# ---- design 1 ----
[src/rtl/vga_timing_pkg.sv]
// Shared VGA timing constants, derived scan limits and the scan-count type.
package vga_timing_pkg;

    // 640x480 @ 60 Hz defaults (pixels / lines)
    localparam int unsigned HD_DEF = 640;
    localparam int unsigned HF_DEF = 16;
    localparam int unsigned HB_DEF = 48;
    localparam int unsigned HR_DEF = 96;
    localparam int unsigned VD_DEF = 480;
    localparam int unsigned VF_DEF = 10;
    localparam int unsigned VB_DEF = 33;
    localparam int unsigned VR_DEF = 2;

    localparam int unsigned HT = HD_DEF + HF_DEF + HB_DEF + HR_DEF;
    localparam int unsigned VT = VD_DEF + VF_DEF + VB_DEF + VR_DEF;

    localparam int unsigned HS_START = HD_DEF + HF_DEF;
    localparam int unsigned HS_END   = HD_DEF + HF_DEF + HR_DEF - 1;
    localparam int unsigned VS_START = VD_DEF + VF_DEF;
    localparam int unsigned VS_END   = VD_DEF + VF_DEF + VR_DEF - 1;

    localparam int unsigned SCAN_W = 11;

    typedef logic [SCAN_W-1:0] scan_cnt_t;

    // True when c lies in the inclusive window [lo, hi].
    function automatic logic in_window(scan_cnt_t c, int unsigned lo, int unsigned hi);
        return (c >= scan_cnt_t'(lo)) && (c <= scan_cnt_t'(hi));
    endfunction

endpackage

[src/rtl/vga_sync_delay.sv]
// Tick-enabled shift register that delays the sync/display flags to match upstream latency.
module vga_sync_delay #(
    parameter int unsigned W    = 3,
    parameter int unsigned PIPE = 2
) (
    input  logic         clk_i,
    input  logic         rst_ni,
    input  logic         en_i,
    input  logic [W-1:0] rst_val_i,
    input  logic [W-1:0] d_i,
    output logic [W-1:0] q_o
);

    if (PIPE == 0) begin : g_bypass
        logic unused_bypass;
        assign unused_bypass = ^{clk_i, rst_ni, en_i, rst_val_i};
        assign q_o = d_i;
    end else begin : g_shift
        logic [W-1:0] stage_q [PIPE];

        // Shift one stage per pixel tick; every stage clears to the inactive value.
        always_ff @(posedge clk_i or negedge rst_ni) begin
            if (!rst_ni) begin
                for (int i = 0; i < int'(PIPE); i++) begin
                    stage_q[i] <= rst_val_i;
                end
            end else if (en_i) begin
                stage_q[0] <= d_i;
                for (int i = 1; i < int'(PIPE); i++) begin
                    stage_q[i] <= stage_q[i-1];
                end
            end
        end

        assign q_o = stage_q[PIPE-1];
    end

endmodule

[src/rtl/vga_sync_core.sv]
// VGA timing core: pixel-tick divider, hc/vc scan counters, delayed syncs and blanked colour.
module vga_sync_core
    import vga_timing_pkg::*;
#(
    parameter int unsigned CD   = 12,
    parameter int unsigned DIV  = 4,
    parameter int unsigned HD   = HD_DEF,
    parameter int unsigned HF   = HF_DEF,
    parameter int unsigned HB   = HB_DEF,
    parameter int unsigned HR   = HR_DEF,
    parameter int unsigned VD   = VD_DEF,
    parameter int unsigned VF   = VF_DEF,
    parameter int unsigned VB   = VB_DEF,
    parameter int unsigned VR   = VR_DEF,
    parameter int unsigned PIPE = 2
) (
    input  logic          clk,
    input  logic          reset_n,
    input  logic [CD-1:0] vga_si_rgb,
    output logic [10:0]   hc,
    output logic [10:0]   vc,
    output logic          p_tick,
    output logic          frame_start,
    output logic          video_on,
    output logic          hsync,
    output logic          vsync,
    output logic [CD-1:0] rgb
);

    localparam int unsigned HTot    = HD + HF + HB + HR;
    localparam int unsigned VTot    = VD + VF + VB + VR;
    localparam int unsigned HsStart = HD + HF;
    localparam int unsigned HsEnd   = HD + HF + HR - 1;
    localparam int unsigned VsStart = VD + VF;
    localparam int unsigned VsEnd   = VD + VF + VR - 1;
    localparam int unsigned CntW    = (DIV > 1) ? $clog2(DIV) : 1;

    localparam logic [CntW-1:0] CntMax = CntW'(DIV - 1);
    localparam scan_cnt_t       HMax   = scan_cnt_t'(HTot - 1);
    localparam scan_cnt_t       VMax   = scan_cnt_t'(VTot - 1);

    if (HTot - 1 >= 2048 || VTot - 1 >= 2048) begin : g_bad_scan
        $fatal(1, "vga_sync_core: HT-1 and VT-1 must fit in 11 bits");
    end
    if (DIV < 1) begin : g_bad_div
        $fatal(1, "vga_sync_core: DIV must be >= 1");
    end
    if (PIPE > 7) begin : g_bad_pipe
        $fatal(1, "vga_sync_core: PIPE must be 0..7");
    end

    logic [CntW-1:0] cnt_q, cnt_d;
    scan_cnt_t       hc_q, hc_d;
    scan_cnt_t       vc_q, vc_d;
    logic            cnt_hit, tick;
    logic            h_on, v_on, hs_raw, vs_raw;
    logic [2:0]      dly_in, dly_out;
    logic            hsync_q, vsync_q, von_q;
    logic [CD-1:0]   rgb_q;

    // The reset input is expected to deassert synchronously; gating the tick with it keeps
    // p_tick/frame_start low during reset even when DIV=1 holds the divider at its terminal count.
    assign cnt_hit = (cnt_q == CntMax);
    assign tick    = reset_n & cnt_hit;

    // Next-state for the pixel divider and the scan counters.
    always_comb begin
        cnt_d = cnt_q + 1'b1;
        hc_d  = hc_q;
        vc_d  = vc_q;
        if (cnt_hit) begin
            cnt_d = '0;
        end
        if (tick) begin
            if (hc_q == HMax) begin
                hc_d = '0;
                vc_d = (vc_q == VMax) ? '0 : vc_q + 1'b1;
            end else begin
                hc_d = hc_q + 1'b1;
            end
        end
    end

    // Divider and scan counter state.
    always_ff @(posedge clk or negedge reset_n) begin
        if (!reset_n) begin
            cnt_q <= '0;
            hc_q  <= '0;
            vc_q  <= '0;
        end else begin
            cnt_q <= cnt_d;
            hc_q  <= hc_d;
            vc_q  <= vc_d;
        end
    end

    // Raw flags for the current scan position.
    always_comb begin
        h_on   = hc_q < scan_cnt_t'(HD);
        v_on   = vc_q < scan_cnt_t'(VD);
        hs_raw = ~in_window(hc_q, HsStart, HsEnd);
        vs_raw = ~in_window(vc_q, VsStart, VsEnd);
        dly_in = {hs_raw, vs_raw, h_on & v_on};
    end

    vga_sync_delay #(
        .W    (3),
        .PIPE (PIPE)
    ) u_delay (
        .clk_i     (clk),
        .rst_ni    (reset_n),
        .en_i      (tick),
        .rst_val_i (3'b110),
        .d_i       (dly_in),
        .q_o       (dly_out)
    );

    // Output register: syncs follow the delay line, colour is blanked outside the display area.
    always_ff @(posedge clk or negedge reset_n) begin
        if (!reset_n) begin
            hsync_q <= 1'b1;
            vsync_q <= 1'b1;
            von_q   <= 1'b0;
            rgb_q   <= '0;
        end else if (tick) begin
            hsync_q <= dly_out[2];
            vsync_q <= dly_out[1];
            von_q   <= dly_out[0];
            rgb_q   <= dly_out[0] ? vga_si_rgb : '0;
        end
    end

    assign hc          = hc_q;
    assign vc          = vc_q;
    assign p_tick      = tick;
    assign frame_start = tick & (hc_q == '0) & (vc_q == '0);
    assign video_on    = von_q;
    assign hsync       = hsync_q;
    assign vsync       = vsync_q;
    assign rgb         = rgb_q;

endmodule

[config.mk]
export PLATFORM = sky130hd
export DESIGN_NAME = vga_sync_core
export DESIGN_NICKNAME = d
export VERILOG_FILES = /design/src/rtl/vga_timing_pkg.sv /design/src/rtl/vga_sync_delay.sv /design/src/rtl/vga_sync_core.sv
export SDC_FILE = /design/constraint.sdc
export NUM_CORES = 1
export LEC_CHECK = 0
export ABC_AREA = 1
export CORE_ASPECT_RATIO = 1.2
export CORE_UTILIZATION = 30
export DETAILED_ROUTE_END_ITERATION = 6
export PLACE_DENSITY_LB_ADDON = 0.25
export SLEW_MARGIN = 20
export SYNTH_ARGS = -nofsm -noshare
export SYNTH_HDL_FRONTEND = slang
export SYNTH_SLANG_ARGS = --single-unit
export TNS_END_PERCENT = 50
[constraint.sdc]
create_clock -name clk -period 2 [get_ports clk]
set_input_delay 0.6 -clock clk [delete_from_list [all_inputs] [get_ports clk]]
set_output_delay 0.6 -clock clk [all_outputs]
set_load 0.005 [all_outputs]
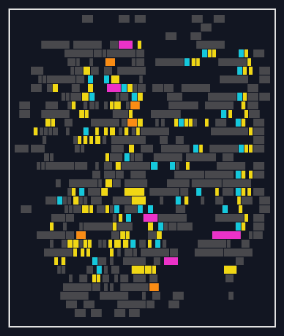
*Gate families picked out, design 1*
yellow -> NAND gates  # cells 98
magenta -> adder and majority cells  # cells 5
orange -> XOR/XNOR gates  # cells 5
cyan -> inverting AOI/OAI gates  # cells 36
Commonest Layout Cell: nand2_1
Cell Count, Final, Fillers Out: 479
combinational fraction of the cell area: 31.0%

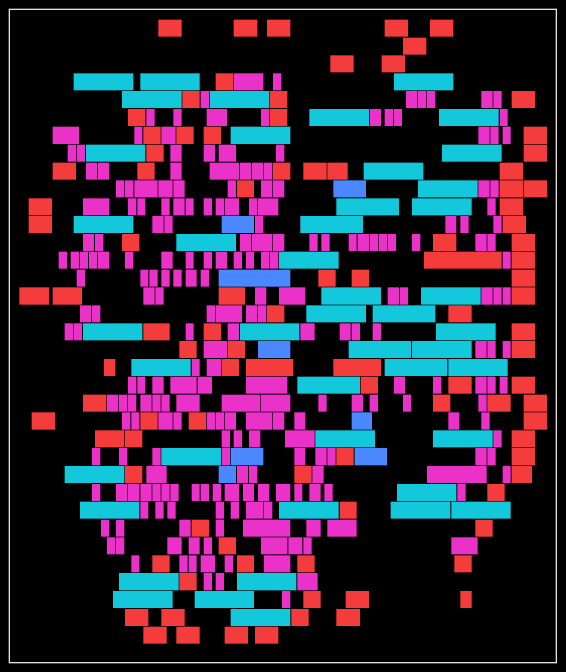
*Cell classes on the final placement, design 1*
blue -> clock drivers and dummy loads  # cells 8, share of their area 3.4%
cyan -> flops  # cells 45, share of their area 34%
red -> other buffers and delay cells  # cells 97, share of their area 27%
magenta -> all other logic  # cells 237, share of their area 36%

==> summary.txt <==
run results: run status finished, violations left, violated checks setup timing, TritonRoute pass-1 iters 4, worst setup path start cnt_q[0], clk slew on worst S/H paths 0.09 ns, CP delay by family, top buffers and inverters, Final Instance Area about 3500 µm², most frequent cell after synthesis nand2_1, kind of end point of the critical path primary output, final clock skew about 0.013 ns, via count 2,176, Max Buffers Root-to-Sink 2, peak supply drop approximately 0.29 mV, reg2reg start cnt_q[0], Final Max Tran Viols 0, Seq power approximately 1000 µW, Flop area 1130 µm², YS chip area 2370 µm², Total GRT Usage 15.1%, Seq share, synth 47.9%, total CTS buffers 5, hold_buf cts 0, Worst-Margin Slew 0.590 ns, Setup WS pre-CTS -0.348 ns, GR Overflow Total 0, RSZ-0062 raised after global routing yes, clock latency (worst-skew pair) around 0.31 ns, ys flops 45, Critical Path Sink p_tick, share of layout cells above drive strength 1 between 20% and 30%, Setup TNS Final -0.116 ns, HP Class in2async, Leak Pwr 1.67 nW, fmax 0.484 GHz, Net count, final between 400 and 500, Crit path arrival time ~1.5 ns, final setup fails 2, worst reg2reg path endpoint hc[8], port bufs 52, Psw 559 µW, CP Depth 6, final worst slack -0.0678 ns, Finished Core Util 45.6%, final wirelength 5.95 mm, Top cells excl fill/tap nand2_1 (67), clkdlybuf4s50_1 (45), buf_4 (40), dfrtp_1 (39), inv_1 (34), biggest area cells dfrtp_1 (41%), nand2_1 (11%), dfstp_2 (6.7%), CP Cell Sequence ha_4, nand2_4, buf_4, buf_12, inv_2, dlygate4sd2_1, CP max stage delay 0.41 ns, Placer Congestion 0.844, Pint 1.54 mW, XOR Share, Synth 1.85%, dominant kind of combinational cell simple AND/OR/NAND/NOR gates, OpenROAD warnings 30, I/O pin total about 53, hold slack 0.433 ns, number of H-tree levels 2, Cell Area, Placed roughly 3300 µm², number of clock sinks 45, number of remaining DRC errors 0, fp util 30.9%, WL/cell 12.4 µm, die height 99.3 µm, die area 8260 µm², reg2reg setup slack 0.21 ns
-- area by class of cell --
cell class / count / share of cell area [%]
Multi-Input combinational cell: 200 / 31.0
Timing Repair Buffer: 97 / 26.0
Inverter: 37 / 3.97
Clock buffer: 5 / 1.97
Sequential cell: 45 / 32.4
Tap cell: 92 / 3.29
Clock inverter: 3 / 1.32
-- routing by layer --
metal / vias up / wire, µm / global-route usage, %
met5: - / 0 / 0
met4: 0 / 78 / 4.77
met3: 5 / 269 / 3.32
met2: 55 / 2870 / 25.7
met1: 1005 / 2740 / 19.2
li1: 1111 / - / -

# ---- design 2 ----
### Routed clock nets over the placement, design 2

Bar = 100 µm.
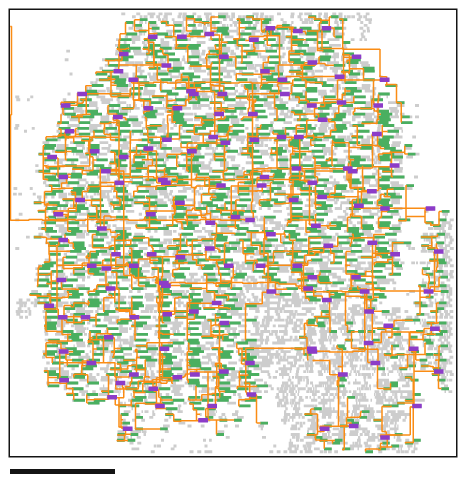
### Cell classes on the final placement, design 2

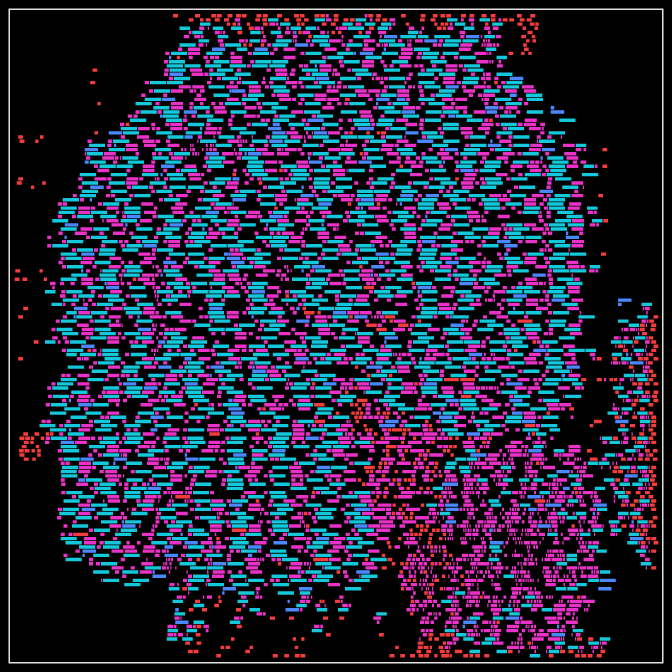
### Clock nets, design 2

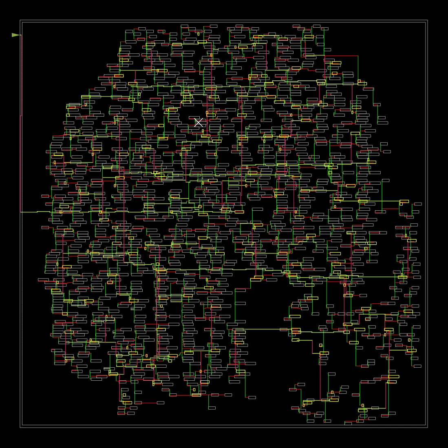
**src/rtl/issue_stage_sb_pkg.sv**
```systemverilog
// Shared pipeline types for the issue stage: default widths, register address/data
// types, scoreboard counter type and the Issue->Execute pipe register layout.
package issue_stage_sb_pkg;

    localparam int XLEN_DEF   = 32;
    localparam int NREGS_DEF  = 32;
    localparam int PC_W_DEF   = 32;
    localparam int CTRL_W_DEF = 16;
    localparam int NUM_WB_DEF = 2;
    localparam int CNT_W_DEF  = 2;
    localparam int ADDR_W_DEF = $clog2(NREGS_DEF);

    typedef logic [ADDR_W_DEF-1:0] reg_addr_t;
    typedef logic [XLEN_DEF-1:0]   basic_data_t;
    typedef logic [CNT_W_DEF-1:0]  sb_count_t;

    typedef struct packed {
        logic [PC_W_DEF-1:0]   pc;
        logic [CTRL_W_DEF-1:0] ctrl;
        reg_addr_t             rd;
        logic                  wen;
        basic_data_t           rs1_data;
        basic_data_t           rs2_data;
    } issue_pipe_reg_t;

    // Largest number of outstanding writers a counter of the given width can track.
    function automatic int unsigned sb_max(input int unsigned cnt_w);
        return (32'd1 << cnt_w) - 32'd1;
    endfunction

endpackage

```
**src/rtl/issue_stage_sb_scoreboard.sv**
```systemverilog
// Per-register counted scoreboard: tracks outstanding writers, reports source
// blocking (with single-writer forwarding relief), destination saturation and sb_err.
module issue_scoreboard
    import issue_stage_sb_pkg::*;
#(
    parameter int NREGS  = NREGS_DEF,
    parameter int NUM_WB = NUM_WB_DEF,
    parameter int CNT_W  = CNT_W_DEF,
    parameter int ADDR_W = $clog2(NREGS)
) (
    input  logic                     clk,
    input  logic                     rst,
    input  logic [ADDR_W-1:0]        rs1,
    input  logic [ADDR_W-1:0]        rs2,
    input  logic [ADDR_W-1:0]        rd,
    input  logic                     issue_inc,
    input  logic [NUM_WB-1:0]        wb_valid,
    input  logic [NUM_WB-1:0]        wb_wen,
    input  logic [NUM_WB*ADDR_W-1:0] wb_rd,
    output logic                     rs1_block,
    output logic                     rs2_block,
    output logic                     rd_full,
    output logic                     sb_err
);

    localparam int RET_W = $clog2(NUM_WB + 1);
    localparam int SUM_W = CNT_W + RET_W + 1;
    localparam logic [CNT_W-1:0] CNT_MAX = CNT_W'(sb_max(CNT_W));

    logic [CNT_W-1:0] cnt     [NREGS];
    logic [CNT_W-1:0] cnt_nxt [NREGS];
    logic [RET_W-1:0] ret_cnt [NREGS];
    logic [SUM_W-1:0] up_sum  [NREGS];
    logic [NREGS-1:0] underflow;
    logic             hit1;
    logic             hit2;

    // Retire count per register; x0 never retires so it can never raise sb_err.
    always_comb begin
        for (int r = 0; r < NREGS; r++) begin
            ret_cnt[r] = '0;
            for (int p = 0; p < NUM_WB; p++) begin
                if (r != 0 && wb_valid[p] && wb_rd[p*ADDR_W +: ADDR_W] == ADDR_W'(r)) begin
                    ret_cnt[r] = ret_cnt[r] + RET_W'(1);
                end
            end
        end
    end

    always_comb begin
        for (int r = 0; r < NREGS; r++) begin
            up_sum[r]    = SUM_W'(cnt[r]) + SUM_W'(issue_inc && rd == ADDR_W'(r));
            underflow[r] = up_sum[r] < SUM_W'(ret_cnt[r]);
            cnt_nxt[r]   = underflow[r] ? '0 : CNT_W'(up_sum[r] - SUM_W'(ret_cnt[r]));
        end
    end

    always_ff @(posedge clk) begin
        if (rst) begin
            for (int r = 0; r < NREGS; r++) begin
                cnt[r] <= '0;
            end
            sb_err <= 1'b0;
        end else begin
            cnt <= cnt_nxt;
            if (|underflow) begin
                sb_err <= 1'b1;
            end
        end
    end

    // A source with exactly one writer left, which is writing back now, is satisfied by bypass.
    always_comb begin
        hit1 = 1'b0;
        hit2 = 1'b0;
        for (int p = 0; p < NUM_WB; p++) begin
            if (wb_valid[p] && wb_wen[p]) begin
                if (wb_rd[p*ADDR_W +: ADDR_W] == rs1) hit1 = 1'b1;
                if (wb_rd[p*ADDR_W +: ADDR_W] == rs2) hit2 = 1'b1;
            end
        end
        rs1_block = rs1 != '0 && cnt[rs1] != '0 && !(cnt[rs1] == CNT_W'(1) && hit1);
        rs2_block = rs2 != '0 && cnt[rs2] != '0 && !(cnt[rs2] == CNT_W'(1) && hit2);
        rd_full   = rd != '0 && cnt[rd] == CNT_MAX && ret_cnt[rd] == '0;
    end

endmodule

```
**src/rtl/issue_stage_sb.sv**
```systemverilog
// Decode/issue stage: register file with write-back bypass, counted scoreboard
// hazard check, and the valid/ready pipe register toward Execute with flush.
module issue_stage_sb
    import issue_stage_sb_pkg::*;
#(
    parameter int XLEN   = XLEN_DEF,
    parameter int NREGS  = NREGS_DEF,
    parameter int PC_W   = PC_W_DEF,
    parameter int CTRL_W = CTRL_W_DEF,
    parameter int NUM_WB = NUM_WB_DEF,
    parameter int CNT_W  = CNT_W_DEF,
    localparam int ADDR_W = $clog2(NREGS)
) (
    input  logic                     clk,
    input  logic                     rst,
    input  logic                     flush,
    input  logic                     in_valid,
    output logic                     in_ready,
    input  logic [PC_W-1:0]          in_pc,
    input  logic [ADDR_W-1:0]        in_rs1,
    input  logic [ADDR_W-1:0]        in_rs2,
    input  logic                     in_use_rs1,
    input  logic                     in_use_rs2,
    input  logic [ADDR_W-1:0]        in_rd,
    input  logic                     in_wen,
    input  logic [CTRL_W-1:0]        in_ctrl,
    output logic                     out_valid,
    input  logic                     out_ready,
    output logic [PC_W-1:0]          out_pc,
    output logic [CTRL_W-1:0]        out_ctrl,
    output logic [ADDR_W-1:0]        out_rd,
    output logic                     out_wen,
    output logic [XLEN-1:0]          out_rs1_data,
    output logic [XLEN-1:0]          out_rs2_data,
    input  logic [NUM_WB-1:0]        wb_valid,
    input  logic [NUM_WB-1:0]        wb_wen,
    input  logic [NUM_WB*ADDR_W-1:0] wb_rd,
    input  logic [NUM_WB*XLEN-1:0]   wb_data,
    output logic                     sb_err
);

    typedef struct packed {
        logic [PC_W-1:0]   pc;
        logic [CTRL_W-1:0] ctrl;
        logic [ADDR_W-1:0] rd;
        logic              wen;
        logic [XLEN-1:0]   rs1_data;
        logic [XLEN-1:0]   rs2_data;
    } pipe_reg_t;

    logic [XLEN-1:0] regs [NREGS];
    pipe_reg_t       pipe_q;
    pipe_reg_t       pipe_d;
    logic [XLEN-1:0] rs1_val;
    logic [XLEN-1:0] rs2_val;
    logic            rs1_block;
    logic            rs2_block;
    logic            rd_full;
    logic            hazard;
    logic            fire;

    issue_scoreboard #(
        .NREGS  (NREGS),
        .NUM_WB (NUM_WB),
        .CNT_W  (CNT_W),
        .ADDR_W (ADDR_W)
    ) u_sb (
        .clk       (clk),
        .rst       (rst),
        .rs1       (in_rs1),
        .rs2       (in_rs2),
        .rd        (in_rd),
        .issue_inc (fire && in_wen && in_rd != '0),
        .wb_valid  (wb_valid),
        .wb_wen    (wb_wen),
        .wb_rd     (wb_rd),
        .rs1_block (rs1_block),
        .rs2_block (rs2_block),
        .rd_full   (rd_full),
        .sb_err    (sb_err)
    );

    assign hazard   = (in_use_rs1 && rs1_block) || (in_use_rs2 && rs2_block) || (in_wen && rd_full);
    assign in_ready = in_valid && !hazard && !flush && (!out_valid || out_ready);
    assign fire     = in_ready;

    // Later write-back ports override earlier ones, matching the register file write order.
    always_comb begin
        rs1_val = regs[in_rs1];
        rs2_val = regs[in_rs2];
        for (int p = 0; p < NUM_WB; p++) begin
            if (wb_valid[p] && wb_wen[p]) begin
                if (wb_rd[p*ADDR_W +: ADDR_W] == in_rs1) rs1_val = wb_data[p*XLEN +: XLEN];
                if (wb_rd[p*ADDR_W +: ADDR_W] == in_rs2) rs2_val = wb_data[p*XLEN +: XLEN];
            end
        end
        if (in_rs1 == '0) rs1_val = '0;
        if (in_rs2 == '0) rs2_val = '0;
    end

    always_ff @(posedge clk) begin
        if (rst) begin
            for (int r = 0; r < NREGS; r++) begin
                regs[r] <= '0;
            end
        end else begin
            for (int p = 0; p < NUM_WB; p++) begin
                if (wb_valid[p] && wb_wen[p] && wb_rd[p*ADDR_W +: ADDR_W] != '0) begin
                    regs[wb_rd[p*ADDR_W +: ADDR_W]] <= wb_data[p*XLEN +: XLEN];
                end
            end
        end
    end

    always_comb begin
        pipe_d.pc       = in_pc;
        pipe_d.ctrl     = in_ctrl;
        pipe_d.rd       = in_rd;
        pipe_d.wen      = in_wen;
        pipe_d.rs1_data = rs1_val;
        pipe_d.rs2_data = rs2_val;
    end

    // Contents are held on flush or stall; only reset clears the payload.
    always_ff @(posedge clk) begin
        if (rst) begin
            out_valid <= 1'b0;
            pipe_q    <= '0;
        end else if (flush) begin
            out_valid <= 1'b0;
        end else if (fire) begin
            out_valid <= 1'b1;
            pipe_q    <= pipe_d;
        end else if (out_ready) begin
            out_valid <= 1'b0;
        end
    end

    assign out_pc       = pipe_q.pc;
    assign out_ctrl     = pipe_q.ctrl;
    assign out_rd       = pipe_q.rd;
    assign out_wen      = pipe_q.wen;
    assign out_rs1_data = pipe_q.rs1_data;
    assign out_rs2_data = pipe_q.rs2_data;

endmodule

```
**config.mk**
```make
export PLATFORM = sky130hd
export DESIGN_NAME = issue_stage_sb
export DESIGN_NICKNAME = d
export VERILOG_FILES = /design/src/rtl/issue_stage_sb_pkg.sv /design/src/rtl/issue_stage_sb_scoreboard.sv /design/src/rtl/issue_stage_sb.sv
export SDC_FILE = /design/constraint.sdc
export NUM_CORES = 2
export LEC_CHECK = 0
export CAP_MARGIN = 20
export CORE_MARGIN = 2
export CORE_UTILIZATION = 40
export CTS_CLUSTER_SIZE = 16
export DETAILED_ROUTE_END_ITERATION = 6
export GPL_TIMING_DRIVEN = 1
export PLACE_DENSITY = 0.58
export SETUP_SLACK_MARGIN = 0.05
export SLEW_MARGIN = 20
export SYNTH_ARGS = -nofsm -noshare
export SYNTH_HDL_FRONTEND = slang
export SYNTH_SLANG_ARGS = --single-unit
```
**constraint.sdc**
```tcl
create_clock -name clk -period 6.7 [get_ports clk]
set_input_delay 0.67 -clock clk [delete_from_list [all_inputs] [get_ports clk]]
set_output_delay 0.67 -clock clk [all_outputs]
set_load 0.05 [all_outputs]
```
==> summary.txt <==
run results: Critical Path Sink in_ready, violated checks DRC, YS chip area approximately 71,000 µm², Leak Pwr ~28 nW, aoi share 16.2%, worst reg2reg path endpoint u_sb.sb_err, Core Area 176,000 µm², clock latency (worst-skew pair) around 0.84 ns, CP max stage delay 0.59 ns, final hold violation count 0, Simple-Gate Area Share approximately 4.7%, worst-path maximum fanout ~40, global-route wire length before repair slightly above 400 mm, Synth Warn # 0, total power between 15 and 20 mW, leading area contributor after synthesis edfxtp_1, filler cell count 15.3k, via count 54.0k, area of the multi-input gates 34,000 µm², Crit path arrival time 5.07 ns, fin crit share a little under nine tenths, number of remaining DRC errors 3, area fraction in mux cells 22.0%, XOR Share, Synth 0.646%, Post-Syn Area 70,500 µm², Top reg by flops regs, clock root buffer clkbuf_16, PwrDens 238 nW/µm², M1 GR Usage 40.2%, clock network area share between 5 and 6%, Final Instance Area a little over 80,000 µm², Final Max Tran Viols 0, worst reg2reg path depth 15, CTS-repair resized insts 0, HP Class in2reg, Setup WS pre-CTS 0.546 ns, Top cells excl fill/tap a22o_1 (1,028), edfxtp_1 (1,024), mux4_2 (614), buf_4 (257), clkdlybuf4s50_1 (254), Biggest Area Class flip-flops and latches, total CTS buffers 141, Dominant Register Cell edfxtp_1, final wirelength a little over 300 mm, Hold Path Depth 3, Synth Area per Inst 13.9 µm², Finished Core Util about 46%, run status finished, violations left
About 'Routed clock nets over the placement' of design 2:
purple -> cells driving clock nets  # count 141
green -> flip-flops  # count 1,208
orange -> clock wires  # length 17,400 µm
flops lie = widely spread
Clk pwr share: 40.4%
final clock skew: 0.0370 ns

About 'Cell classes on the final placement' of design 2:
cyan -> flops  # cells 1,208, share of their area 44%
red -> other buffers and delay cells  # cells 545, share of their area 6.5%
blue -> clock drivers and dummy loads  # cells 251, share of their area 5.8%
magenta -> all other logic  # cells 3,168, share of their area 44%

About 'Clock nets' of design 2:
clk pwr: 7.81 mW
flop count: 1,208
number of clock sinks: 1,208

[synthesized netlist by cell type, types with 60 or more instances]
cell type and count:
dfxtp_1 184, clkbuf_1 578, nor2_1 151, inv_1 65, nor2b_1 67, o21ai_0 62, buf_2 60, ha_1 125
o221ai_1 60, nor3_1 98, mux2i_1 111, nand2_1 244, a22o_1 1028, edfxtp_1 1024, a21oi_1 84, buf_1 91
mux4_2 614
[power breakdown]
part	leakage, nW	total [mW]	internal (mW)	switching [mW]
clock network	2.20	7.81	4.45	3.37
logic	14.2	2.76	1.10	1.66
registers	11.2	8.76	8.55	0.205

# ---- design 3 ----
### Cell classes on the final placement, design 3

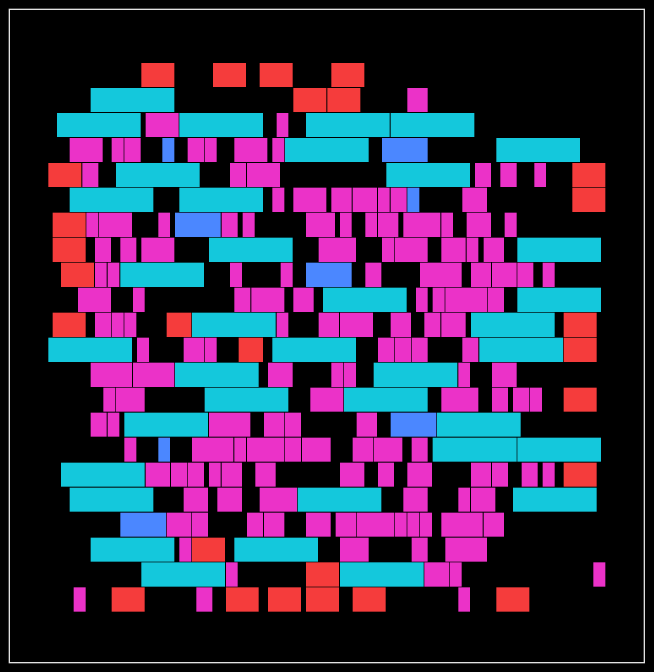
### Routed clock nets over the placement, design 3

Bar = 20 µm.
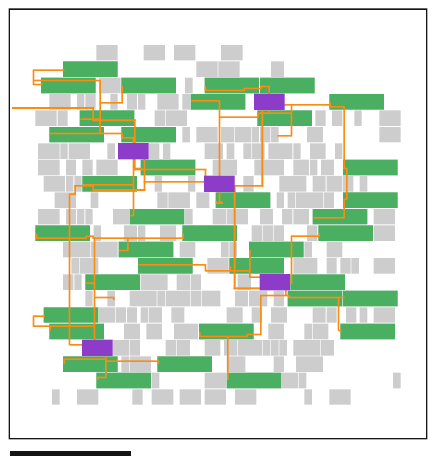
**src/rtl/bin2bcd_seq.sv**
```systemverilog
// ---------------------------------------------------------------------------
// bin2bcd_seq
//
// Sequential binary-to-BCD converter using shift-add-3 (double dabble).
// It accepts an 8-bit unsigned value under a START/DONE handshake and
// produces a registered 3-digit BCD word for the seven-segment display path.
// The result register is written only on the completing edge, so the display
// never sees intermediate shift states.
//
// Handshake: START is sampled only while idle (BUSY low). The accepting
// edge captures BIN. BUSY is then high for exactly ITER cycles. DONE pulses
// for one cycle in the following idle cycle, coinciding with BUSY falling and
// BCD/BLANK being updated. START during a conversion is ignored, not queued.
// A START seen in the DONE cycle is accepted, giving one result per 9 cycles.
//
// Optional feature macro: BIN2BCD_BLANK_EN
//   defined   : BLANK holds leading-zero blank flags computed on completion.
//   undefined : BLANK is tied to 3'b000 and no blank logic exists.
//
// Ports:
//   CLK        in   1   system clock, rising edge
//   RST        in   1   asynchronous active-high reset
//   START      in   1   conversion request, sampled only in IDLE
//   BIN        in   8   unsigned value, captured on the accepting edge
//   BUSY       out  1   high while a conversion is in progress
//   DONE       out  1   one-cycle pulse when BCD has been updated
//   BCD        out  12  [11:8] hundreds, [7:4] tens, [3:0] units
//   BLANK      out  3   per-digit blank flags, same order as BCD
//   DBG_STATE  out  1   current FSM state (0 = IDLE, 1 = CONV)
// ---------------------------------------------------------------------------
module bin2bcd_seq #(
  parameter int ITER = 8
) (
  input  logic        CLK,
  input  logic        RST,
  input  logic        START,
  input  logic [7:0]  BIN,
  output logic        BUSY,
  output logic        DONE,
  output logic [11:0] BCD,
  output logic [2:0]  BLANK,
  output logic        DBG_STATE
);

  typedef enum logic {
    IDLE = 1'b0,
    CONV = 1'b1
  } state_t;

  localparam logic [2:0] LAST_ITER = 3'(ITER - 1);

  state_t      state_q, state_d;
  logic [2:0]  cnt_q, cnt_d;
  // [19:8] digit scratch (hundreds, tens, units), [7:0] binary shift field
  logic [19:0] work_q, work_d;
  logic [11:0] bcd_q, bcd_d;
  logic        done_q, done_d;

  logic [11:0] adj;
  logic [19:0] shifted;
  logic        last_iter;

  function automatic logic [3:0] add3(input logic [3:0] d);
    return (d >= 4'd5) ? (d + 4'd3) : d;
  endfunction

  // All three corrections use the pre-shift digits in the same cycle.
  always_comb begin
    adj = {add3(work_q[19:16]), add3(work_q[15:12]), add3(work_q[11:8])};
  end

  // The hundreds digit never exceeds 2, so adj[11] is always zero and can be
  // dropped by the shift.
  assign shifted   = {adj[10:0], work_q[7:0], 1'b0};
  assign last_iter = (state_q == CONV) && (cnt_q == LAST_ITER);

  always_ff @(posedge CLK or posedge RST) begin
    if (RST) begin
      state_q <= IDLE;
      cnt_q   <= 3'd0;
      work_q  <= 20'd0;
      bcd_q   <= 12'd0;
      done_q  <= 1'b0;
    end else begin
      state_q <= state_d;
      cnt_q   <= cnt_d;
      work_q  <= work_d;
      bcd_q   <= bcd_d;
      done_q  <= done_d;
    end
  end

  always_comb begin
    state_d = state_q;
    cnt_d   = cnt_q;
    work_d  = work_q;
    bcd_d   = bcd_q;
    done_d  = 1'b0;
    case (state_q)
      IDLE: begin
        if (START) begin
          work_d  = {12'd0, BIN};
          cnt_d   = 3'd0;
          state_d = CONV;
        end
      end
      CONV: begin
        work_d = shifted;
        cnt_d  = cnt_q + 3'd1;
        if (last_iter) begin
          bcd_d   = shifted[19:8];
          done_d  = 1'b1;
          state_d = IDLE;
        end
      end
      default: state_d = IDLE;
    endcase
  end

`ifdef BIN2BCD_BLANK_EN
  logic [2:0] blank_q;
  logic       hund_zero;
  logic       tens_zero;

  assign hund_zero = (shifted[19:16] == 4'd0);
  assign tens_zero = (shifted[15:12] == 4'd0);

  // Reset value matches the blank pattern of a zero result.
  always_ff @(posedge CLK or posedge RST) begin
    if (RST) begin
      blank_q <= 3'b110;
    end else if (last_iter) begin
      blank_q <= {hund_zero, hund_zero & tens_zero, 1'b0};
    end
  end

  assign BLANK = blank_q;
`else
  assign BLANK = 3'b000;
`endif

  assign BUSY      = (state_q == CONV);
  assign DONE      = done_q;
  assign BCD       = bcd_q;
  assign DBG_STATE = state_q;

endmodule

```
**config.mk**
```make
export PLATFORM = sky130hd
export DESIGN_NAME = bin2bcd_seq
export DESIGN_NICKNAME = d
export VERILOG_FILES = /design/src/rtl/bin2bcd_seq.sv
export SDC_FILE = /design/constraint.sdc
export NUM_CORES = 1
export LEC_CHECK = 0
export ABC_CLOCK_PERIOD_IN_PS = 4700
export CAP_MARGIN = 20
export CORE_AREA = 4 4 65 67
export CTS_CLUSTER_SIZE = 30
export DETAILED_ROUTE_END_ITERATION = 6
export DIE_AREA = 0 0 69 71
export PLACE_DENSITY = 0.78
export SLEW_MARGIN = 10
export SYNTH_ARGS = -nofsm -noshare
export SYNTH_HDL_FRONTEND = slang
export SYNTH_SLANG_ARGS = --single-unit
```
**constraint.sdc**
```tcl
create_clock -name CLK -period 4.7 [get_ports CLK]
set_clock_uncertainty 0.1 [all_clocks]
set_input_delay 0.94 -clock CLK [delete_from_list [all_inputs] [get_ports CLK]]
set_output_delay 0.94 -clock CLK [all_outputs]
set_load 0.01 [all_outputs]
```
==> summary.txt <==
run results: dominant kind of combinational cell AND-OR/OR-AND gates, Post-Syn Area 1960 µm², CTS-repair resized insts 0, CP max stage delay between 1 and 1.5 ns, Hold EP BCD[7], adder share 5.11%, final wirelength 4.04 mm, run status completed, Via-to-Cell Ratio 5.78, WL/cell roughly 15 µm, Slowest cell on crit path clkdlybuf4s50_1, Worst-Margin Slew 0.855 ns, reg2reg start cnt_q[0], Comb power frac 47.2%, peak supply drop 0.359 mV, fmax approximately 0.4 GHz, total CTS buffers 5, CP Cell Sequence clkdlybuf4s50_1, inv_1, a32oi_1, nand3_1, clock root buffer clkbuf_8, CP required 4.78 ns, final worst slack between 2 and 2.5 ns, ys flops 37, met3 routed WL between 150 and 200 µm, CP delay by family, top buffers and inverters, Final Max Tran Viols 0, max_cap viols 0, Finished Core Util 62.5%, global-route wire length before repair a little under 7 mm, Leak Pwr 0.977 nW, Cell Count, Final, Fillers Out 271, Critical Path Sink work_q[17], hold slack between 0.3 and 0.4 ns, Logic power comb 733 µW, grt peak-use layer met2, PwrDens 685 nW/µm², max reg flops 20, M1 WL 1.83 mm, Pwr top combinational logic, Pint 902 µW, YS chip area 1960 µm², Worst Path Buf+Inv 2, I/O pin total 29, Hold Path Depth 2, GR Overflow Total 0, clk slew on worst S/H paths 0.07 ns, Synth Area per Inst 9.55 µm², largest net degree at the start of global routing 35, ANT cells 0, Setup WS pre-CTS 1.89 ns, Top reg by flops work_q, antenna violations before repair 0, met2 track demand over resource 28.0%, routed wl met2 2.01 mm, post-CTS setup buffer count 0, Synth top area share 47.3%, filler cell count 346, top cells by count dfrtp_1 (37), nand2_1 (33), o21ai_0 (16), nand3_1 (12), Commonest Layout Cell dfrtp_1, Seq power 603 µW, Net count, final between 200 and 250, EDFF count, synth 0, final setup fails 0
About 'Cell classes on the final placement' of design 3:
magenta -> all other logic  # cells 151, share of their area 42%
cyan -> flops  # cells 37, share of their area 42%
red -> other buffers and delay cells  # cells 27, share of their area 12%
blue -> clock drivers and dummy loads  # cells 8, share of their area 3.6%
row count: 22
Core Area: 3630 µm²
Seq area share: 40.8%

About 'Routed clock nets over the placement' of design 3:
green -> flip-flops  # count 37
purple -> cells driving clock nets  # count 5
orange -> clock wires  # length 517 µm
routed clock nets = 6
clock latency (worst-skew pair): 0.29 ns
clk pwr: 217 µW
Clk pwr share: 14.0%

stage by stage:
stage               instance area, µm²  power (mW)
global route                      2270        1.69
global placement                  2190        1.33
floorplan                         1970        1.11
finish                            2270        1.55
detailed placement                2190        1.35
CTS                               2270        1.56
cell type report:
| type | count | area (µm²) | share of cell area (%) |
|---|---|---|---|
| clock buffer | 8 | 80.1 | 3.53 |
| tap | 48 | 60.1 | 2.65 |
| timing repair buffer | 27 | 265 | 11.7 |
| sequential | 37 | 926 | 40.8 |
| multi-input combinational | 141 | 901 | 39.7 |
| inverter | 10 | 37.5 | 1.65 |

# ---- design 4 ----
### config.mk
export PLATFORM = sky130hd
export DESIGN_NAME = kovacs_phase_decoder
export DESIGN_NICKNAME = d
export VERILOG_FILES = /design/src/rtl/kovacs_phase_decoder.sv
export SDC_FILE = /design/constraint.sdc
export NUM_CORES = 1
export LEC_CHECK = 0
export ABC_AREA = 1
export CELL_PAD_IN_SITES_DETAIL_PLACEMENT = 0
export CELL_PAD_IN_SITES_GLOBAL_PLACEMENT = 1
export CORE_ASPECT_RATIO = 0.75
export CORE_MARGIN = 10
export CORE_UTILIZATION = 39
export CTS_CLUSTER_SIZE = 8
export DETAILED_ROUTE_END_ITERATION = 10
export PLACE_DENSITY_LB_ADDON = 0.1
export SLEW_MARGIN = 30
export SYNTH_ARGS = -nofsm -noshare
export SYNTH_HDL_FRONTEND = slang
export SYNTH_SLANG_ARGS = --single-unit
### constraint.sdc
create_clock -name clk_i -period 4.1 [get_ports clk_i]
set_clock_uncertainty 0.2 [all_clocks]
set_input_delay 1.025 -clock clk_i [delete_from_list [all_inputs] [get_ports clk_i]]
set_output_delay 1.025 -clock clk_i [all_outputs]
set_load 0.01 [all_outputs]
### src/rtl/kovacs_phase_decoder.sv
// Kovacs phase decoder: classifies a 14-bit indicator level into HIGH/MID/LOW,
// debounces the classification, tracks the legal HIGH->LOW->MID->HIGH sequence
// and measures the length of each phase in clock cycles.
module kovacs_phase_decoder #(
    parameter int CNT_W = 32,
    parameter int ERR_W = 16
) (
    input  logic             clk_i,
    input  logic             rstn_i,
    input  logic [13:0]      indicator_i,
    input  logic [13:0]      th_hi_i,
    input  logic [13:0]      th_lo_i,
    input  logic [7:0]       deb_i,
    input  logic             clear_i,
    output logic [1:0]       phase_o,
    output logic             locked_o,
    output logic             cycle_start_o,
    output logic [CNT_W-1:0] t_high_o,
    output logic [CNT_W-1:0] t_low_o,
    output logic [CNT_W-1:0] t_mid_o,
    output logic             meas_valid_o,
    output logic [CNT_W-1:0] cycle_count_o,
    output logic [ERR_W-1:0] error_count_o
);

    // Level codes match the phase_o encoding so a locked state maps 1:1 to a level.
    localparam logic [1:0] LVL_HIGH = 2'd0;
    localparam logic [1:0] LVL_MID  = 2'd1;
    localparam logic [1:0] LVL_LOW  = 2'd2;

    localparam logic [CNT_W-1:0] CNT_ONE = {{(CNT_W-1){1'b0}}, 1'b1};
    localparam logic [ERR_W-1:0] ERR_ONE = {{(ERR_W-1){1'b0}}, 1'b1};

    typedef enum logic [1:0] {
        ST_HIGH     = 2'd0,
        ST_MID      = 2'd1,
        ST_LOW      = 2'd2,
        ST_UNLOCKED = 2'd3
    } state_t;

    state_t           r_state;
    state_t           w_state_next;
    logic [13:0]      r_ind_q;
    logic [1:0]       r_acc_lvl;
    logic             r_acc_vld;     // 0 = accepted level NONE
    logic [1:0]       r_cand;
    logic [8:0]       r_deb_cnt;
    logic [CNT_W-1:0] r_ph_cnt;
    logic [CNT_W-1:0] r_t_high;
    logic [CNT_W-1:0] r_t_low;
    logic [CNT_W-1:0] r_t_mid;
    logic [CNT_W-1:0] r_cyc_cnt;
    logic [ERR_W-1:0] r_err_cnt;
    logic             r_cyc_start;
    logic             r_meas_valid;

    logic [1:0]       w_cls;
    logic [8:0]       w_run;
    logic             w_same;
    logic             w_accept;
    logic             w_trans;
    logic             w_legal;
    logic             w_lock_evt;
    logic             w_cycle_evt;
    logic             w_leave_evt;
    logic             w_err_evt;

    // Classify the registered indicator; HIGH wins if thresholds overlap.
    always_comb begin
        w_cls = LVL_MID;
        if (r_ind_q >= th_hi_i)
            w_cls = LVL_HIGH;
        else if (r_ind_q < th_lo_i)
            w_cls = LVL_LOW;
    end

    // Debounce run length including this cycle; acceptance fires when it exceeds deb_i.
    always_comb begin
        w_run    = ((w_cls == r_cand) && (r_deb_cnt != 9'd0)) ? (r_deb_cnt + 9'd1) : 9'd1;
        w_same   = r_acc_vld && (w_cls == r_acc_lvl);
        w_accept = !w_same && (w_run > {1'b0, deb_i});
        // The first acceptance out of NONE is not a transition.
        w_trans  = w_accept && r_acc_vld && !clear_i;
        w_legal  = ((r_state == ST_HIGH) && (w_cls == LVL_LOW)) ||
                   ((r_state == ST_LOW)  && (w_cls == LVL_MID)) ||
                   ((r_state == ST_MID)  && (w_cls == LVL_HIGH));
    end

    // Input register, debounce counter and accepted level; clear keeps the accepted level.
    always_ff @(posedge clk_i or negedge rstn_i) begin
        if (!rstn_i) begin
            r_ind_q   <= '0;
            r_acc_lvl <= LVL_HIGH;
            r_acc_vld <= 1'b0;
            r_cand    <= LVL_HIGH;
            r_deb_cnt <= '0;
        end else begin
            r_ind_q <= indicator_i;
            if (clear_i || w_same) begin
                r_deb_cnt <= '0;
            end else if (w_accept) begin
                r_acc_lvl <= w_cls;
                r_acc_vld <= 1'b1;
                r_deb_cnt <= '0;
            end else begin
                r_cand    <= w_cls;
                r_deb_cnt <= w_run;
            end
        end
    end

    // FSM state register.
    always_ff @(posedge clk_i or negedge rstn_i) begin
        if (!rstn_i)
            r_state <= ST_UNLOCKED;
        else
            r_state <= w_state_next;
    end

    // FSM next state: lock on MID->HIGH, follow the legal ring, drop lock on anything else.
    always_comb begin
        w_state_next = r_state;
        w_lock_evt   = 1'b0;
        w_cycle_evt  = 1'b0;
        w_leave_evt  = 1'b0;
        w_err_evt    = 1'b0;
        if (clear_i) begin
            w_state_next = ST_UNLOCKED;
        end else if (w_trans) begin
            if (r_state == ST_UNLOCKED) begin
                if ((r_acc_lvl == LVL_MID) && (w_cls == LVL_HIGH)) begin
                    w_state_next = ST_HIGH;
                    w_lock_evt   = 1'b1;
                end
            end else if (w_legal) begin
                w_state_next = state_t'(w_cls);
                w_leave_evt  = 1'b1;
                w_cycle_evt  = (r_state == ST_MID);
            end else begin
                w_state_next = ST_UNLOCKED;
                w_err_evt    = 1'b1;
            end
        end
    end

    // FSM outputs: phase code is the state code itself.
    always_comb begin
        phase_o  = r_state;
        locked_o = (r_state != ST_UNLOCKED);
    end

    // Phase timer, measurements, counters and one-cycle pulses.
    always_ff @(posedge clk_i or negedge rstn_i) begin
        if (!rstn_i) begin
            r_ph_cnt     <= '0;
            r_t_high     <= '0;
            r_t_low      <= '0;
            r_t_mid      <= '0;
            r_cyc_cnt    <= '0;
            r_err_cnt    <= '0;
            r_cyc_start  <= 1'b0;
            r_meas_valid <= 1'b0;
        end else begin
            r_cyc_start  <= w_lock_evt || w_cycle_evt;
            r_meas_valid <= w_cycle_evt;
            if (clear_i) begin
                r_ph_cnt  <= '0;
                r_t_high  <= '0;
                r_t_low   <= '0;
                r_t_mid   <= '0;
                r_cyc_cnt <= '0;
                r_err_cnt <= '0;
            end else begin
                if (w_lock_evt || w_leave_evt)
                    r_ph_cnt <= CNT_ONE;
                else if (w_state_next == ST_UNLOCKED)
                    r_ph_cnt <= '0;
                else if (r_ph_cnt != '1)
                    r_ph_cnt <= r_ph_cnt + CNT_ONE;
                if (w_leave_evt) begin
                    case (r_state)
                        ST_HIGH: r_t_high <= r_ph_cnt;
                        ST_LOW:  r_t_low  <= r_ph_cnt;
                        default: r_t_mid  <= r_ph_cnt;
                    endcase
                end
                if (w_cycle_evt)
                    r_cyc_cnt <= r_cyc_cnt + CNT_ONE;
                if (w_err_evt && (r_err_cnt != '1))
                    r_err_cnt <= r_err_cnt + ERR_ONE;
            end
        end
    end

    assign cycle_start_o = r_cyc_start;
    assign meas_valid_o  = r_meas_valid;
    assign t_high_o      = r_t_high;
    assign t_low_o       = r_t_low;
    assign t_mid_o       = r_t_mid;
    assign cycle_count_o = r_cyc_cnt;
    assign error_count_o = r_err_cnt;

endmodule
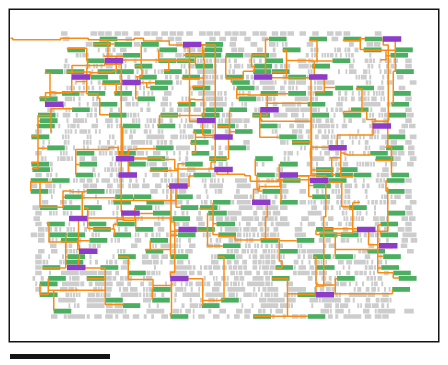
*Routed clock nets over the placement, design 4*
Bar = 50 µm.
purple -> cells driving clock nets  # count 29
orange -> clock wires  # length 3,370 µm
green -> flip-flops  # count 208
flops lie = widely spread
routed clock nets = 30
Clk pwr share: 42.2%
clk pwr: 2.27 mW
clock latency (worst-skew pair): 0.56 ns

==> summary.txt <==
run results: run status finished, violations left, violated checks setup timing, OpenROAD warnings 29, reg2reg setup slack about 0.04 ns, Synth Area per Inst 7.94 µm², final setup fails 43, post-CTS setup buffer count 24, CTS-repair resized insts approximately 120, total power 5.38 mW, Worst Path Buf+Inv 6, YS chip area about 11,000 µm², clock root buffer clkbuf_16, Worst setup SP type input pin, Slew headroom 50.4%, Max Buffers Root-to-Sink 3, Reg power frac 40.1%, final worst slack -0.0675 ns, Crit path arrival time ~4.5 ns, reg2reg start r_ind_q[13], TritonRoute pass-1 iters 5, XOR Share, Synth under 10%, worst-path maximum fanout 7, M1 GR Usage 28.3%, Cell Count, Final, Fillers Out 2,088, CP max stage delay about 0.26 ns, Critical Path Sink r_ph_cnt[21], ys flops 208, Net count, final approximately 1.8k, top sig layer met4
-- registers in the layout, summed over array words and instances, names as in the netlist --
| signal | cells |
|---|---|
| cycle_count_o | 32 |
| r_ph_cnt | 32 |
| t_high_o | 32 |
| t_low_o | 32 |
| t_mid_o | 32 |
| error_count_o | 16 |
| r_ind_q | 14 |
| r_deb_cnt | 9 |
| phase_o | 2 |
| r_acc_lvl | 2 |
| r_cand | 2 |
| cycle_start_o | 1 |
| meas_valid_o | 1 |
| r_acc_vld | 1 |

# ---- design 5 ----
**src/rtl/store_buffer.sv**
```systemverilog
// store_buffer: write-back store buffer between the pipeline and data memory.
//   Pending stores sit in a DEPTH-entry circular FIFO and drain to memory one
//   per cycle whenever the memory port is not taken by a clean load. Loads
//   are checked against the pending entries. If the youngest overlapping
//   entry covers the whole load, the data is forwarded. A partial overlap
//   stalls the load. A load with no overlap goes straight to memory.
// Ports:
//   clk, reset             clock, synchronous active-high reset
//   st_req/addr/data/mode  store request (mode 1 = byte, 2 = word)
//   st_ready               an entry is free
//   ld_req/addr/mode       load request (same mode encoding)
//   ld_data, ld_stall      load result / load cannot complete this cycle
//   empty                  no store pending
//   mem_*                  data-memory port (write commits on falling edge)
module store_buffer #(
   parameter int DEPTH = 4
) (
   input  logic        clk,
   input  logic        reset,
   input  logic        st_req,
   input  logic [31:0] st_addr,
   input  logic [31:0] st_data,
   input  logic [2:0]  st_mode,
   output logic        st_ready,
   input  logic        ld_req,
   input  logic [31:0] ld_addr,
   input  logic [2:0]  ld_mode,
   output logic [31:0] ld_data,
   output logic        ld_stall,
   output logic        empty,
   output logic        mem_write,
   output logic        mem_read,
   output logic [31:0] mem_address,
   output logic [31:0] mem_writeData,
   output logic [2:0]  mem_mode,
   input  logic [31:0] mem_readData
);

   localparam int          PW      = $clog2(DEPTH);
   localparam int          CW      = PW + 1;
   localparam logic [CW-1:0] DEPTH_C = CW'(DEPTH);
   localparam logic [2:0]  MODE_B  = 3'd1;
   localparam logic [2:0]  MODE_W  = 3'd2;

   logic [31:0]   e_addr [DEPTH];
   logic [31:0]   e_data [DEPTH];
   logic [2:0]    e_mode [DEPTH];
   logic [PW-1:0] head, tail;
   logic [CW-1:0] count;

   logic          push, drain, ld_act;
   logic          hit, hit_full;
   logic [31:0]   hit_data, hit_diff;
   logic [31:0]   ld_size, e_size, d_le, d_el, shifted;
   logic [PW-1:0] idx;

   assign st_ready = !reset && (count < DEPTH_C);
   assign empty    = (count == '0);
   assign push     = st_req && st_ready && (st_mode == MODE_B || st_mode == MODE_W);
   assign ld_act   = ld_req && (ld_mode == MODE_B || ld_mode == MODE_W);

   // Scan from oldest to youngest so the last hit written is the youngest.
   // Differences are taken mod 2^32, so ranges that wrap past address 0
   // are still compared correctly.
   always_comb begin
      hit      = 1'b0;
      hit_full = 1'b0;
      hit_data = '0;
      hit_diff = '0;
      idx      = '0;
      e_size   = '0;
      d_le     = '0;
      d_el     = '0;
      ld_size  = (ld_mode == MODE_W) ? 32'd4 : 32'd1;
      for (int i = 0; i < DEPTH; i++) begin
         idx    = head + PW'(i);
         e_size = (e_mode[idx] == MODE_W) ? 32'd4 : 32'd1;
         d_le   = ld_addr - e_addr[idx];
         d_el   = e_addr[idx] - ld_addr;
         if ((CW'(i) < count) && ((d_le < e_size) || (d_el < ld_size))) begin
            hit      = 1'b1;
            hit_full = (ld_size <= e_size) && (d_le <= e_size - ld_size);
            hit_data = e_data[idx];
            hit_diff = d_le;
         end
      end
   end

   // Byte lane selected by the load's offset into the entry (little-endian).
   assign shifted = hit_data >> {hit_diff[1:0], 3'b000};

   always_comb begin
      mem_read      = 1'b0;
      mem_write     = 1'b0;
      mem_address   = '0;
      mem_writeData = '0;
      mem_mode      = '0;
      ld_data       = '0;
      ld_stall      = 1'b0;
      drain         = 1'b0;
      if (!reset) begin
         if (ld_act && !hit) begin
            // Clean load owns the memory port this cycle.
            mem_read    = 1'b1;
            mem_address = ld_addr;
            mem_mode    = ld_mode;
            ld_data     = mem_readData;
         end else begin
            if (ld_act) begin
               if (hit_full)
                  ld_data = (ld_mode == MODE_W) ? hit_data
                                                : {{24{shifted[7]}}, shifted[7:0]};
               else
                  ld_stall = 1'b1;
            end
            if (count != '0) begin
               drain         = 1'b1;
               mem_write     = 1'b1;
               mem_address   = e_addr[head];
               mem_writeData = e_data[head];
               mem_mode      = e_mode[head];
            end
         end
      end
   end

   always_ff @(posedge clk) begin
      if (reset) begin
         head  <= '0;
         tail  <= '0;
         count <= '0;
      end else begin
         if (push)  tail <= tail + PW'(1);
         if (drain) head <= head + PW'(1);
         if (push && !drain)
            count <= count + CW'(1);
         else if (drain && !push)
            count <= count - CW'(1);
      end
   end

   // Entry payload needs no reset; count alone says which slots are live.
   always_ff @(posedge clk) begin
      if (push) begin
         e_addr[tail] <= st_addr;
         e_data[tail] <= st_data;
         e_mode[tail] <= st_mode;
      end
   end

endmodule

```
**config.mk**
```make
export PLATFORM = sky130hd
export DESIGN_NAME = store_buffer
export DESIGN_NICKNAME = d
export VERILOG_FILES = /design/src/rtl/store_buffer.sv
export SDC_FILE = /design/constraint.sdc
export NUM_CORES = 1
export LEC_CHECK = 0
export CAP_MARGIN = 15
export CORE_AREA = 2 2 416 253
export DETAILED_ROUTE_END_ITERATION = 16
export DIE_AREA = 0 0 418 255
export PLACE_DENSITY = 0.59
export SLEW_MARGIN = 10
export SYNTH_ARGS = -nofsm -noshare
export SYNTH_HDL_FRONTEND = slang
export SYNTH_SLANG_ARGS = --single-unit
```
**constraint.sdc**
```tcl
create_clock -name clk -period 15.5 [get_ports clk]
set_input_delay 4.65 -clock clk [delete_from_list [all_inputs] [get_ports clk]]
set_output_delay 4.65 -clock clk [all_outputs]
set_load 0.02 [all_outputs]
```
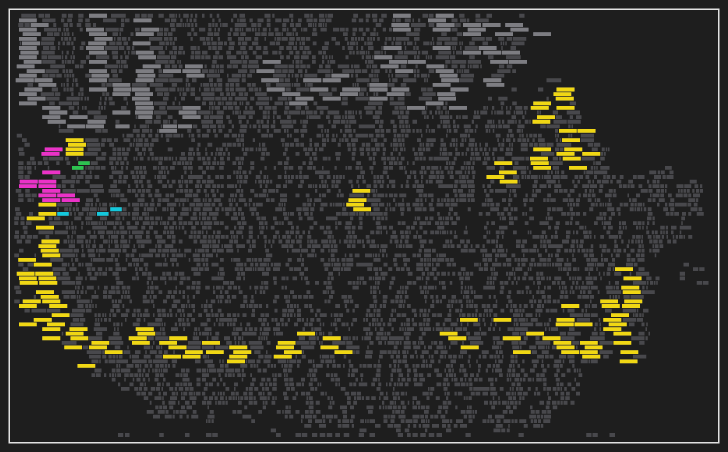
*Sequential cells grouped by signal name, design 5*
Other sequential cells in the stronger gray, the rest of the logic in the fainter gray.
magenta -> e_mode  # placed flops 12, where middle left
yellow -> e_addr  # placed flops 128
cyan -> count  # placed flops 3
green -> tail  # placed flops 2
Flop area: 8240 µm²
Seq power: 906 µW
Finished Core Util: 46.4%
Seq area share: 17.2%

==> summary.txt <==
run results: CLK BUF 32, Synth Area per Inst 8.69 µm², number of remaining DRC errors 0, grt peak-use layer met1, Slowest cell on crit path a32oi_4, fmax ~0.065 GHz, GR Overflow Total 0, global-route wire length before repair 248 mm, Setup TNS Final 0 ns, chip width 418 µm, Worst Path Buf+Inv 9, run status completed, top cells by count nand2_1 (406), ha_1 (405), a21oi_1 (351), o21ai_0 (320), edfxtp_1 (268), Leak Pwr roughly 20 nW, XOR Share, Synth 4.12%, Total GRT Usage 32.0%, worst-path maximum fanout 11, number of H-tree levels 1, hold_buf cts 0, dominant kind of combinational cell AND-OR/OR-AND gates, met3 Use GR 16.4%, inverter count 235, WL/cell 27.1 µm, fp util 34.5%, Synth top area share about 23%, hold slack ~0.56 ns, final wirelength 177 mm
-- final timing paths --
kind	from	to	slack [ns]	cells after the start
min reg2reg	tail[1]	tail[1]	0.56	2
max	ld_addr[10]	ld_data[11]	0.05	25
min	tail[1]	tail[1]	0.56	2
max reg2reg	head[1]	count[2]	7.09	28
-- state kept, by name, summed over array words and instances, names as in the netlist, named ones only --
name,count
e_data,128
e_addr,128
count,3
tail,2
head,2
e_mode,12
-- metal layers --
layer,vias up,routed length (µm),part of all wire (%)
li1,17600,-,-
met1,18400,83100,47
met2,2231,61300,35
met3,174,28500,16
met4,6,3700,2.1
met5,-,88,0.050


==> notes/layouts.md <==
Pictures saved along the way, in no particular order.

Sequential cells grouped by signal name.
Other sequential cells in the stronger gray, the rest of the logic in the fainter gray.
panel A
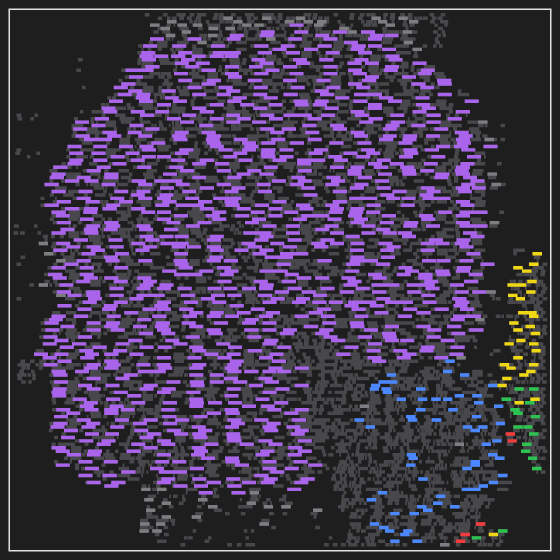
panel B
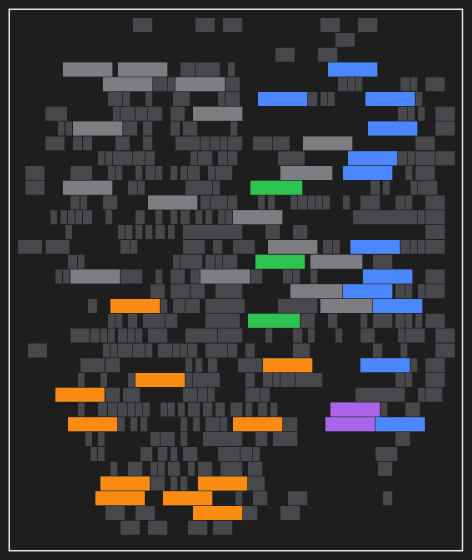
panel C
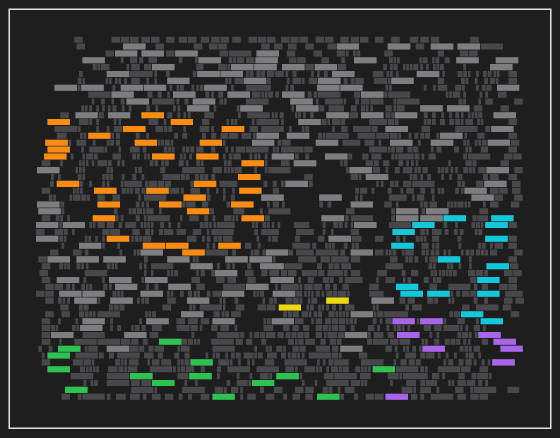
panel D
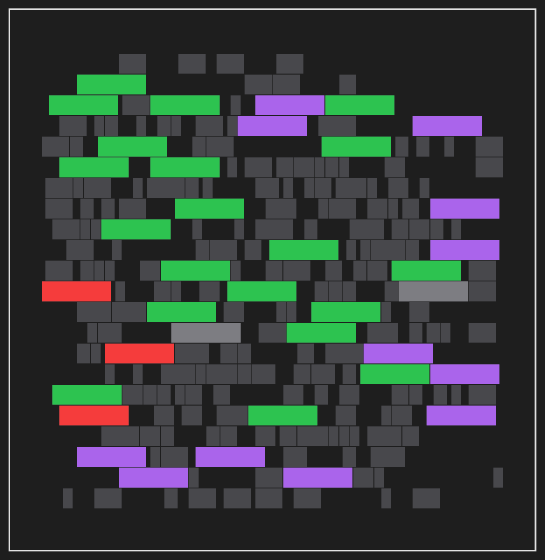
For design 1, see panel B.
For design 2, see panel A.
For design 3, see panel D.
For design 4, see panel C.
The one with the fewest cells is panel D.

Power is estimated from default activity; no workload was simulated.
